######## mux2_stream_arbiter ########
Figure 1. Pin map (mux2_stream_arbiter).
(4 px per um) Pins as bars across the die edge, other pins in grey.
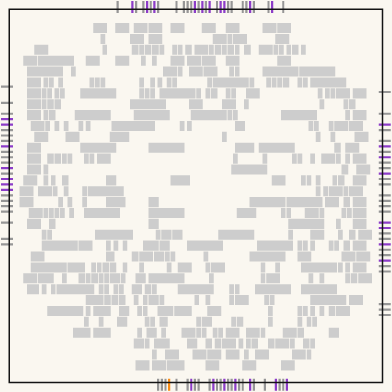

==> config.mk <==
export PLATFORM = sky130hd
export DESIGN_NAME = mux2_stream_arbiter
export DESIGN_NICKNAME = d
export VERILOG_FILES = /design/src/rtl/mux2_stream_arbiter.sv
export SDC_FILE = /design/constraint.sdc
export NUM_CORES = 1
export LEC_CHECK = 0
export ABC_AREA = 1
export CELL_PAD_IN_SITES_DETAIL_PLACEMENT = 0
export CELL_PAD_IN_SITES_GLOBAL_PLACEMENT = 1
export CORE_MARGIN = 2
export CORE_UTILIZATION = 27
export CTS_CLUSTER_SIZE = 8
export DETAILED_ROUTE_END_ITERATION = 6
export GPL_ROUTABILITY_DRIVEN = 0
export PLACE_DENSITY = 0.82
export SETUP_SLACK_MARGIN = 0.1
export SLEW_MARGIN = 20
export SYNTH_ARGS = -nofsm -noshare
export SYNTH_HDL_FRONTEND = slang
export SYNTH_SLANG_ARGS = --single-unit
==> constraint.sdc <==
create_clock -name clk -period 2.4 [get_ports clk]
set_clock_uncertainty 0.05 [all_clocks]
set_input_delay 0.72 -clock clk [delete_from_list [all_inputs] [get_ports clk]]
set_output_delay 0.72 -clock clk [all_outputs]
set_load 0.02 [all_outputs]
==> src/rtl/mux2_stream_arbiter.sv <==
// rtl/mux2_stream_arbiter.sv - round-robin packet-locked arbiter for a shared 2:1 stream mux
// Grants one source for a whole packet, then returns to IDLE and hands priority to the other.
module mux2_stream_arbiter #(
  parameter int width = 32
) (
  input  logic             clk,
  input  logic             rst_n,
  input  logic [width-1:0] a_data,
  input  logic             a_valid,
  input  logic             a_last,
  output logic             a_ready,
  input  logic [width-1:0] b_data,
  input  logic             b_valid,
  input  logic             b_last,
  output logic             b_ready,
  output logic [width-1:0] m_data,
  output logic             m_valid,
  output logic             m_last,
  input  logic             m_ready,
  output logic             sel,
  output logic             busy
);

  typedef enum logic [1:0] {
    IDLE   = 2'd0,
    LOCK_A = 2'd1,
    LOCK_B = 2'd2
  } state_t;

  state_t state, state_nx;
  logic   prio_a, prio_a_nx;
  logic   sel_nx;
  logic   out_free;
  logic   acc_a, acc_b;

  // The output register can take a beat when empty or draining this cycle.
  assign out_free = !m_valid || m_ready;
  assign acc_a    = a_valid && a_ready;
  assign acc_b    = b_valid && b_ready;
  assign busy     = (state != IDLE);

  always_ff @(posedge clk or negedge rst_n) begin
    if (!rst_n) begin
      state  <= IDLE;
      prio_a <= 1'b1;
      sel    <= 1'b0;
    end else begin
      state  <= state_nx;
      prio_a <= prio_a_nx;
      sel    <= sel_nx;
    end
  end

  always_comb begin
    state_nx  = state;
    prio_a_nx = prio_a;
    sel_nx    = sel;
    a_ready   = 1'b0;
    b_ready   = 1'b0;
    case (state)
      IDLE: begin
        if (a_valid && (!b_valid || prio_a)) state_nx = LOCK_A;
        else if (b_valid)                    state_nx = LOCK_B;
      end
      LOCK_A: begin
        a_ready = out_free;
        if (a_valid && out_free && a_last) begin
          state_nx  = IDLE;
          prio_a_nx = 1'b0;
        end
      end
      LOCK_B: begin
        b_ready = out_free;
        if (b_valid && out_free && b_last) begin
          state_nx  = IDLE;
          prio_a_nx = 1'b1;
        end
      end
      default: state_nx = IDLE;
    endcase
    // sel tracks the grant and keeps its last value through IDLE.
    if (state_nx == LOCK_A)      sel_nx = 1'b1;
    else if (state_nx == LOCK_B) sel_nx = 1'b0;
  end

  always_ff @(posedge clk or negedge rst_n) begin
    if (!rst_n) begin
      m_data  <= '0;
      m_last  <= 1'b0;
      m_valid <= 1'b0;
    end else if (acc_a) begin
      m_data  <= a_data;
      m_last  <= a_last;
      m_valid <= 1'b1;
    end else if (acc_b) begin
      m_data  <= b_data;
      m_last  <= b_last;
      m_valid <= 1'b1;
    end else if (m_ready) begin
      m_valid <= 1'b0;
    end
  end

endmodule
######## rbcp_responder ########
$ cat src/rtl/rbcp_responder.sv
// RBCP slave register bank for the SiTCP user side: RW control bytes, a pulse
// register, RO status bytes and a saturating clear-on-read event counter.
module rbcp_responder #(
    parameter logic [31:0] BASE_ADDR = 32'h0000_0000,
    parameter int unsigned NUM_RW    = 8,
    parameter int unsigned NUM_RO    = 4
) (
    input  logic                  SYSCLK,
    input  logic                  RSTn,
    input  logic                  rbcp_act,
    input  logic [31:0]           rbcp_addr,
    input  logic [7:0]            rbcp_wd,
    input  logic                  rbcp_we,
    input  logic                  rbcp_re,
    output logic                  rbcp_ack,
    output logic [7:0]            rbcp_rd,
    output logic [8*NUM_RW-1:0]   ctrl_regs,
    output logic [7:0]            pulse_out,
    input  logic [8*NUM_RO-1:0]   status_in,
    input  logic                  event_in,
    output logic                  access_err
);

    localparam logic [31:0] PULSE_OFF = 32'(NUM_RW);
    localparam logic [31:0] EV_OFF    = 32'(NUM_RW + NUM_RO + 1);

    logic [7:0]  rw_q [NUM_RW];
    logic [7:0]  ev_cnt;
    logic [31:0] off;
    logic        in_range;
    logic        acc;
    logic        acc_ok;
    logic        wr_ok;
    logic        rd_ok;
    logic [7:0]  rd_mux;

    // Every offset from 0 to EV_OFF is mapped, so range is a single compare
    // once addresses below the base are rejected (no wrap-around).
    always_comb begin
        off      = rbcp_addr - BASE_ADDR;
        in_range = (rbcp_addr >= BASE_ADDR) && (off <= EV_OFF);
        acc      = rbcp_act && (rbcp_we || rbcp_re);
        acc_ok   = acc && in_range;
        wr_ok    = acc_ok && rbcp_we;
        rd_ok    = acc_ok && !rbcp_we;
    end

    always_comb begin
        rd_mux = '0;
        for (int unsigned k = 0; k < NUM_RW; k++)
            if (off == 32'(k)) rd_mux = rw_q[k];
        for (int unsigned k = 0; k < NUM_RO; k++)
            if (off == 32'(NUM_RW + 1 + k)) rd_mux = status_in[8*k +: 8];
        if (off == EV_OFF) rd_mux = ev_cnt;
    end

    always_comb begin
        ctrl_regs = '0;
        for (int unsigned k = 0; k < NUM_RW; k++)
            ctrl_regs[8*k +: 8] = rw_q[k];
    end

    always_ff @(posedge SYSCLK or negedge RSTn) begin
        if (!RSTn) begin
            rbcp_ack   <= 1'b0;
            rbcp_rd    <= '0;
            pulse_out  <= '0;
            access_err <= 1'b0;
            for (int unsigned k = 0; k < NUM_RW; k++)
                rw_q[k] <= '0;
        end else begin
            rbcp_ack   <= acc_ok;
            access_err <= acc && !in_range;
            rbcp_rd    <= rd_ok ? rd_mux : 8'h00;
            pulse_out  <= (wr_ok && off == PULSE_OFF) ? rbcp_wd : 8'h00;
            for (int unsigned k = 0; k < NUM_RW; k++)
                if (wr_ok && off == 32'(k)) rw_q[k] <= rbcp_wd;
        end
    end

    // A read-clear restarts from the current cycle's event, so an event
    // coincident with the read is never lost.
    always_ff @(posedge SYSCLK or negedge RSTn) begin
        if (!RSTn) begin
            ev_cnt <= '0;
        end else if (rd_ok && off == EV_OFF) begin
            ev_cnt <= event_in ? 8'h01 : 8'h00;
        end else if (event_in && ev_cnt != 8'hFF) begin
            ev_cnt <= ev_cnt + 8'h01;
        end
    end

endmodule

$ cat config.mk
export PLATFORM = sky130hd
export DESIGN_NAME = rbcp_responder
export DESIGN_NICKNAME = d
export VERILOG_FILES = /design/src/rtl/rbcp_responder.sv
export SDC_FILE = /design/constraint.sdc
export NUM_CORES = 1
export LEC_CHECK = 0
export ABC_AREA = 1
export CAP_MARGIN = 20
export CORE_ASPECT_RATIO = 0.75
export CORE_MARGIN = 8
export CORE_UTILIZATION = 47
export CTS_BUF_LIST = sky130_fd_sc_hd__clkbuf_8 sky130_fd_sc_hd__clkbuf_16
export CTS_CLUSTER_SIZE = 20
export DETAILED_ROUTE_END_ITERATION = 8
export GPL_ROUTABILITY_DRIVEN = 1
export GPL_TIMING_DRIVEN = 0
export PLACE_DENSITY = 0.81
export SLEW_MARGIN = 20
export SYNTH_ARGS = -nofsm -noshare
export SYNTH_HDL_FRONTEND = slang
export SYNTH_SLANG_ARGS = --single-unit
$ cat constraint.sdc
create_clock -name SYSCLK -period 2.43 [get_ports SYSCLK]
set_clock_uncertainty 0.2 [all_clocks]
set_input_delay 0.3645 -clock SYSCLK [delete_from_list [all_inputs] [get_ports SYSCLK]]
set_output_delay 0.3645 -clock SYSCLK [all_outputs]
set_load 0.1 [all_outputs]
######## div_seq ########
`src/rtl/alu_pkg.sv`:
```
// Shared ALU definitions for the sequential divider: state encoding and timing constants.
package alu_pkg;

    localparam int DIV_DATA_WIDTH = 32;
    localparam int DIV_LATENCY    = DIV_DATA_WIDTH + 2;

    typedef enum logic [1:0] {
        DIV_IDLE = 2'd0,
        DIV_CALC = 2'd1,
        DIV_FIX  = 2'd2,
        DIV_DONE = 2'd3
    } div_state_e;

endpackage

```
`src/rtl/div_step.sv`:
```
// One restoring-division iteration: shift {rem,quo} left, trial-subtract divisor, keep or restore.
module div_step #(
    parameter int DATA_WIDTH = 32
) (
    input  logic [DATA_WIDTH:0]   rem,
    input  logic [DATA_WIDTH-1:0] quo,
    input  logic [DATA_WIDTH-1:0] divisor,
    output logic [DATA_WIDTH:0]   rem_nxt,
    output logic [DATA_WIDTH-1:0] quo_nxt
);

    // One guard bit above the shifted remainder carries the trial sign.
    logic [DATA_WIDTH+1:0] rem_sh_s;
    logic [DATA_WIDTH+1:0] trial_s;

    // Trial subtraction and quotient-bit selection
    always_comb begin
        rem_sh_s = {rem, quo[DATA_WIDTH-1]};
        trial_s  = rem_sh_s - {2'b00, divisor};
        if (trial_s[DATA_WIDTH+1] == 1'b0) begin
            rem_nxt = trial_s[DATA_WIDTH:0];
            quo_nxt = {quo[DATA_WIDTH-2:0], 1'b1};
        end else begin
            rem_nxt = rem_sh_s[DATA_WIDTH:0];
            quo_nxt = {quo[DATA_WIDTH-2:0], 1'b0};
        end
    end

endmodule

```
`src/rtl/div_seq.sv`:
```
// Sequential restoring divider (DIV/DIVU): quotient on LO, remainder on HI.
// Optional macro DIV_ZERO_DETECT_EN adds a fast divide-by-zero path and the div_zero flag.
module div_seq
    import alu_pkg::*;
#(
    parameter int DATA_WIDTH = DIV_DATA_WIDTH,
    parameter int CNT_WIDTH  = 6
) (
    input  logic                  clock,
    input  logic                  clear_n,
    input  logic                  start,
    input  logic                  is_signed,
    input  logic [DATA_WIDTH-1:0] Q,
    input  logic [DATA_WIDTH-1:0] M,
    output logic                  busy,
    output logic                  done,
    output logic [DATA_WIDTH-1:0] HI,
    output logic [DATA_WIDTH-1:0] LO
`ifdef DIV_ZERO_DETECT_EN
    ,
    output logic                  div_zero
`endif
);

    localparam logic [CNT_WIDTH-1:0] LAST_CNT = CNT_WIDTH'(DATA_WIDTH - 1);

    div_state_e            state_r;
    logic [CNT_WIDTH-1:0]  cnt_r;
    logic [DATA_WIDTH:0]   rem_r;
    logic [DATA_WIDTH-1:0] quo_r;
    logic [DATA_WIDTH-1:0] div_r;
    logic                  neg_q_r;
    logic                  neg_r_r;
    logic                  busy_r;
    logic                  done_r;
    logic [DATA_WIDTH-1:0] hi_r;
    logic [DATA_WIDTH-1:0] lo_r;
`ifdef DIV_ZERO_DETECT_EN
    logic                  div_zero_r;
    logic                  dz_r;
    logic [DATA_WIDTH-1:0] q_raw_r;
`endif

    logic [DATA_WIDTH-1:0] q_mag_s;
    logic [DATA_WIDTH-1:0] m_mag_s;
    logic [DATA_WIDTH:0]   rem_nxt_s;
    logic [DATA_WIDTH-1:0] quo_nxt_s;
    logic [DATA_WIDTH-1:0] lo_fix_s;
    logic [DATA_WIDTH-1:0] hi_fix_s;

    div_step #(
        .DATA_WIDTH (DATA_WIDTH)
    ) u_step (
        .rem     (rem_r),
        .quo     (quo_r),
        .divisor (div_r),
        .rem_nxt (rem_nxt_s),
        .quo_nxt (quo_nxt_s)
    );

    // Operand magnitudes and sign-corrected results
    always_comb begin
        q_mag_s  = (is_signed && Q[DATA_WIDTH-1]) ? (-Q) : Q;
        m_mag_s  = (is_signed && M[DATA_WIDTH-1]) ? (-M) : M;
        lo_fix_s = neg_q_r ? (-quo_r) : quo_r;
        hi_fix_s = neg_r_r ? (-rem_r[DATA_WIDTH-1:0]) : rem_r[DATA_WIDTH-1:0];
    end

    // Divider FSM with registered handshake and result outputs
    always_ff @(posedge clock or negedge clear_n) begin
        if (!clear_n) begin
            state_r    <= DIV_IDLE;
            cnt_r      <= {CNT_WIDTH{1'b0}};
            rem_r      <= {(DATA_WIDTH+1){1'b0}};
            quo_r      <= {DATA_WIDTH{1'b0}};
            div_r      <= {DATA_WIDTH{1'b0}};
            neg_q_r    <= 1'b0;
            neg_r_r    <= 1'b0;
            busy_r     <= 1'b0;
            done_r     <= 1'b0;
            hi_r       <= {DATA_WIDTH{1'b0}};
            lo_r       <= {DATA_WIDTH{1'b0}};
`ifdef DIV_ZERO_DETECT_EN
            div_zero_r <= 1'b0;
            dz_r       <= 1'b0;
            q_raw_r    <= {DATA_WIDTH{1'b0}};
`endif
        end else begin
            busy_r <= (state_r == DIV_CALC) || (state_r == DIV_FIX);
            done_r <= (state_r == DIV_DONE);
            case (state_r)
                DIV_IDLE: begin
                    // done_r still high means this is the done cycle: start is dropped.
                    if (start && !done_r) begin
                        rem_r   <= {(DATA_WIDTH+1){1'b0}};
                        quo_r   <= q_mag_s;
                        div_r   <= m_mag_s;
                        neg_q_r <= is_signed & (Q[DATA_WIDTH-1] ^ M[DATA_WIDTH-1]);
                        neg_r_r <= is_signed & Q[DATA_WIDTH-1];
                        cnt_r   <= {CNT_WIDTH{1'b0}};
`ifdef DIV_ZERO_DETECT_EN
                        div_zero_r <= 1'b0;
                        q_raw_r    <= Q;
                        if (M == {DATA_WIDTH{1'b0}}) begin
                            dz_r    <= 1'b1;
                            state_r <= DIV_DONE;
                        end else begin
                            dz_r    <= 1'b0;
                            state_r <= DIV_CALC;
                        end
`else
                        state_r <= DIV_CALC;
`endif
                    end else begin
                        state_r <= DIV_IDLE;
                    end
                end
                DIV_CALC: begin
                    rem_r <= rem_nxt_s;
                    quo_r <= quo_nxt_s;
                    cnt_r <= cnt_r + {{(CNT_WIDTH-1){1'b0}}, 1'b1};
                    if (cnt_r == LAST_CNT) begin
                        state_r <= DIV_FIX;
                    end else begin
                        state_r <= DIV_CALC;
                    end
                end
                DIV_FIX: begin
                    lo_r    <= lo_fix_s;
                    hi_r    <= hi_fix_s;
                    state_r <= DIV_DONE;
                end
                DIV_DONE: begin
`ifdef DIV_ZERO_DETECT_EN
                    if (dz_r) begin
                        hi_r       <= q_raw_r;
                        lo_r       <= {DATA_WIDTH{1'b1}};
                        div_zero_r <= 1'b1;
                    end else begin
                        div_zero_r <= 1'b0;
                    end
`endif
                    state_r <= DIV_IDLE;
                end
                default: begin
                    state_r <= DIV_IDLE;
                end
            endcase
        end
    end

    assign busy = busy_r;
    assign done = done_r;
    assign HI   = hi_r;
    assign LO   = lo_r;
`ifdef DIV_ZERO_DETECT_EN
    assign div_zero = div_zero_r;
`endif

endmodule

```
`config.mk`:
```
export PLATFORM = sky130hd
export DESIGN_NAME = div_seq
export DESIGN_NICKNAME = d
export VERILOG_FILES = /design/src/rtl/alu_pkg.sv /design/src/rtl/div_step.sv /design/src/rtl/div_seq.sv
export SDC_FILE = /design/constraint.sdc
export NUM_CORES = 1
export LEC_CHECK = 0
export ABC_CLOCK_PERIOD_IN_PS = 3000
export CELL_PAD_IN_SITES_DETAIL_PLACEMENT = 0
export CELL_PAD_IN_SITES_GLOBAL_PLACEMENT = 1
export CORE_MARGIN = 8
export CORE_UTILIZATION = 39
export DETAILED_ROUTE_END_ITERATION = 8
export GPL_TIMING_DRIVEN = 0
export PLACE_DENSITY_LB_ADDON = 0.1
export SYNTH_ARGS = -nofsm -noshare
export SYNTH_HDL_FRONTEND = slang
export SYNTH_SLANG_ARGS = --single-unit
```
`constraint.sdc`:
```
create_clock -name clock -period 3 [get_ports clock]
set_clock_uncertainty 0.2 [all_clocks]
set_input_delay 0.45 -clock clock [delete_from_list [all_inputs] [get_ports clock]]
set_output_delay 0.45 -clock clock [all_outputs]
set_load 0.01 [all_outputs]
```
Figure 2. A small window of the routed layout (mux2_stream_arbiter).
Region (43, 43) to (93, 93) um. Cells in grey, sequential cells in the stronger grey; small squares are vias.
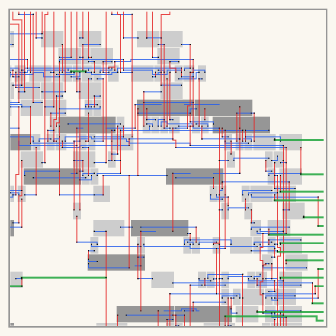
[metal 3] green
[metal 1] blue
[metal 2] red
sequential cells in the window: 10
netlist names of flops here include: m_data (10)
cells with their middle in the window: 110
most frequent: nand2_1 (52), clkdlybuf4s50_1 (34), nand3_1 (12)

Figure 3. Clock routing (mux2_stream_arbiter).
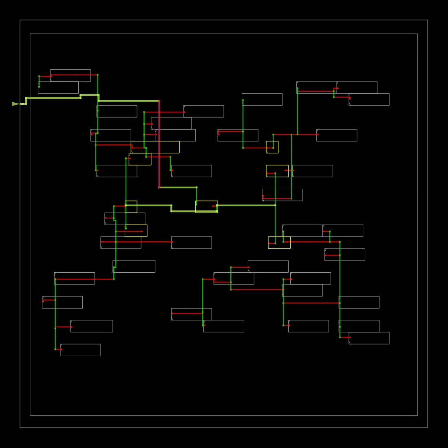
sequential cell count: 38
P_clk: 0.000539 W

## Picture notes: Figure 1
[b_data] purple | pins: 32 | direction: input | edge: 10 north, 8 east, 7 west, 7 south
[m_ready] orange | pins: 1 | direction: input | edge: south

==> impl_metrics.ini, mux2_stream_arbiter <==
; generated from flow reports
[cells_and_area]
drive_gt1_share_pct = 8.592
diodes = 0
logic_gates = 235
logic_area_mm2 = 0.001018
fin_cells = 521

[route]
via_count = 2204
drt_iter0_markers = 55
drt-met1-wl_mm = 2.758
top_layer = met4

[sta]
period_minus_slack_ns = 2.226
worst_slack_ns = 0.1741
fmax_mhz = 449.3
fin_tns_setup_ns = 0

[clocking]
h-tree-depth = 2
clkTransAtPathRegs_ns = 0.07
clock_sinks = 38

[global_routing]
grt_util_all_layers_pct = 14.87
grt_use_met2_pct = 27.48

[setup_path]
critical_path_peak_fanout = 5
slowest_stage = clkdlybuf4s50_1
crit_chain = clkdlybuf4s50_1, nand2_1, nand2_1, nand2_1, nand2_1, nand3_1, nand2_1, inv_1, ha_1, mux2_2
end_kind = flop
cpMostUsedCell = nand2_1
path_buffers = 2

[logic_synthesis]
edf_count = 0
floorplan.nets = 380

[pwr]
power.total_w = 0.003711
clkPwrFrac_pct = 14.5

[worst_hold_path]
min-delay-path-class = flop to flop

[die]
fp_util_pct = 27.77
ioPinCount = 109

[run_status]
outcome = finished clean

[placement]
dpl_cell_area_mm2 = 0.003336
==> mux2_stream_arbiter: worst paths after layout <==
check	startpoint	to	slack, ns	cells after the start
max	b_valid	sel	0.17	10
min	prio_a	prio_a	0.41	2
max reg2reg	state[0]	sel	0.51	9
min reg2reg	prio_a	prio_a	0.41	2
max in group asynchronous	rst_n	state[0]	1.50	2
min in group asynchronous	rst_n	m_data[28]	0.43	2
==> mux2_stream_arbiter: sequential cells by signal, summed over array words and instances (netlist names) <==
name,cells
state,2
m_last,1
m_valid,1
sel,1
m_data,32
prio_a,1
Figure 4. Pin map (div_seq).
(2 px per um) Pins as bars across the die edge, other pins in grey.
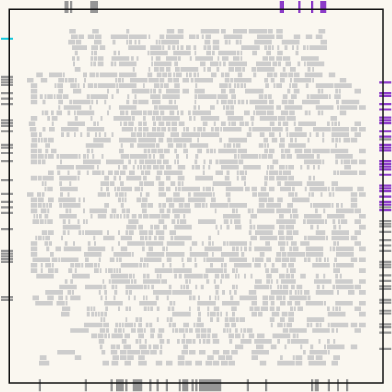
[HI] purple | pins: 32 | direction: output | edge: 25 east, 7 north
[clock] cyan | pins: 1 | direction: input | edge: west
all pins by edge: 49 east, 42 south, 29 west, 14 north

==> impl_metrics.ini, div_seq <==
; generated from flow reports
[cells_and_area]
buffers = 249
utilization_pct = 51.91

[pwr]
powerDensity_mw_per_mm2 = 1160
cellLeakagePower_nw = 6.104

[logic_synthesis]
top_area_cell = dfrtp_1
ys_types = 67

[setup_path]
start_kind = flop

[run_status]
violations = setup timing
outcome = finished with violations

[worst_hold_path]
min_path_cells = 2

[clocking]
cts_hold_buf = 1
clock_sinks = 173

[sta]
setup_violations = 3
worst_slack_ns = -0.03076

[placement]
placed_cells = 1864
dpl.hpwl_mm = 26.42

[die]
fp_util_pct = 39.41

[global_routing]
grt_use_met2_pct = 30.31

[route]
routed_wl_mm = 35.11
==> div_seq: logic make-up (layout without fill, tap and decap cells) <==
group | after synthesis | in the layout | share of synthesized area [%]
xor gates and xnor gates | 146 | 146 | 11.33
muxes | 22 | 22 | 1.996
AOI/OAI and AO/OA | 417 | 417 | 21.83
and+or+nand+nor | 422 | 422 | 17.31
buffers and inverters | 124 | 334 | 4.436
DFF | 173 | 173 | 38.37
adders and majority gates | 42 | 42 | 4.724
Figure 5. Metal 4 (rbcp_responder).
(3 px per um) Supply wires on this layer in grey. Cells faint in the background.
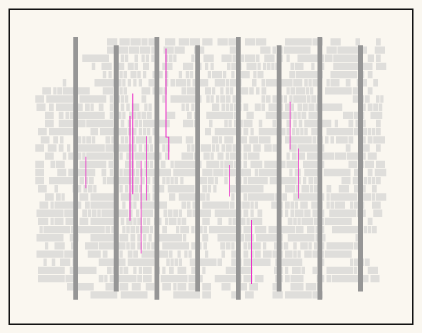
longest straight run: 34.7 um
main direction: vertical

==> impl_metrics.ini, rbcp_responder <==
; generated from flow reports
[logic_synthesis]
area_leaders = dfrtp_1, nand2_1, inv_1
ys_sh_aoi_pct = 11.30
seq_area_frac_synth_pct = 45.91
ys_async_sr_fraction_pct = 100.0
synth_top_cell_by_count = nand2_1

[setup_path]
path_buffers = 1
reg2reg_slack_ns = 0.24
slowest_stage = clkdlybuf4s50_1
arrival_ns = 1.83

[flow_run]
maxCapViolations = 0
tool_warnings = 26

[cells_and_area]
utilization_pct = 69.75
drive_gt1_share_pct = 17.75

[sta]
fin_tns_setup_ns = 0
rsz0062_at_grt = no

[clocking]
clockBufferDepth = 2
cts_hold_buf = 1

[die]
die_h_um = 104.5
die_area_mm2 = 0.01400

[placement]
place_congestion = 0.9049

[run_status]
outcome = finished clean

[route]
wire_per_inst_um = 16.02

[global_routing]
antenna_found_initial = 0
==> rbcp_responder: where the power goes <==
group	total, W	switching (W)	internal (W)
clock	0.00138	0.000651	0.000724
combinational	0.000425	0.000230	0.000195
sequential	0.00163	0.0000647	0.00156
total	0.00343	0.000946	0.00248
==> rbcp_responder: cell type report <==
cell class	instances	area (um2)	area share, %
flip-flops and latches	90	2252	31.62
plain buffers	17	98.84	1.388
well taps	136	170.2	2.389
repair buffers	174	1549	21.75
multi-input cells	469	2399	33.68
clock inverters	7	67.56	0.9487
inverters	96	360.3	5.060
clock buffers	9	225.2	3.162

==> gallery <==
M3 wires.
Plate I
(4 px per um) Cells faint in the background.
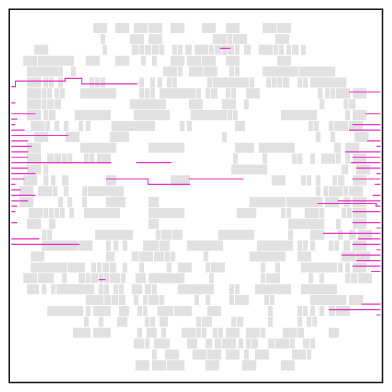
Plate II
(2 px per um) Cells faint in the background.
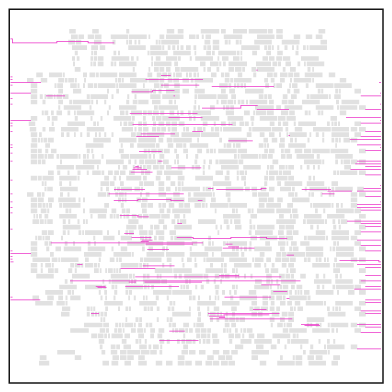
Plate III
(4 px per um) Cells faint in the background.
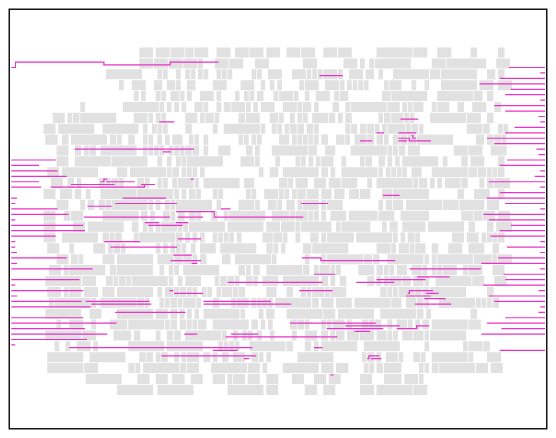
mux2_stream_arbiter is Plate I.
div_seq is Plate II.
rbcp_responder is Plate III.


No activity file was given, so power comes from the tool's default toggle rates.
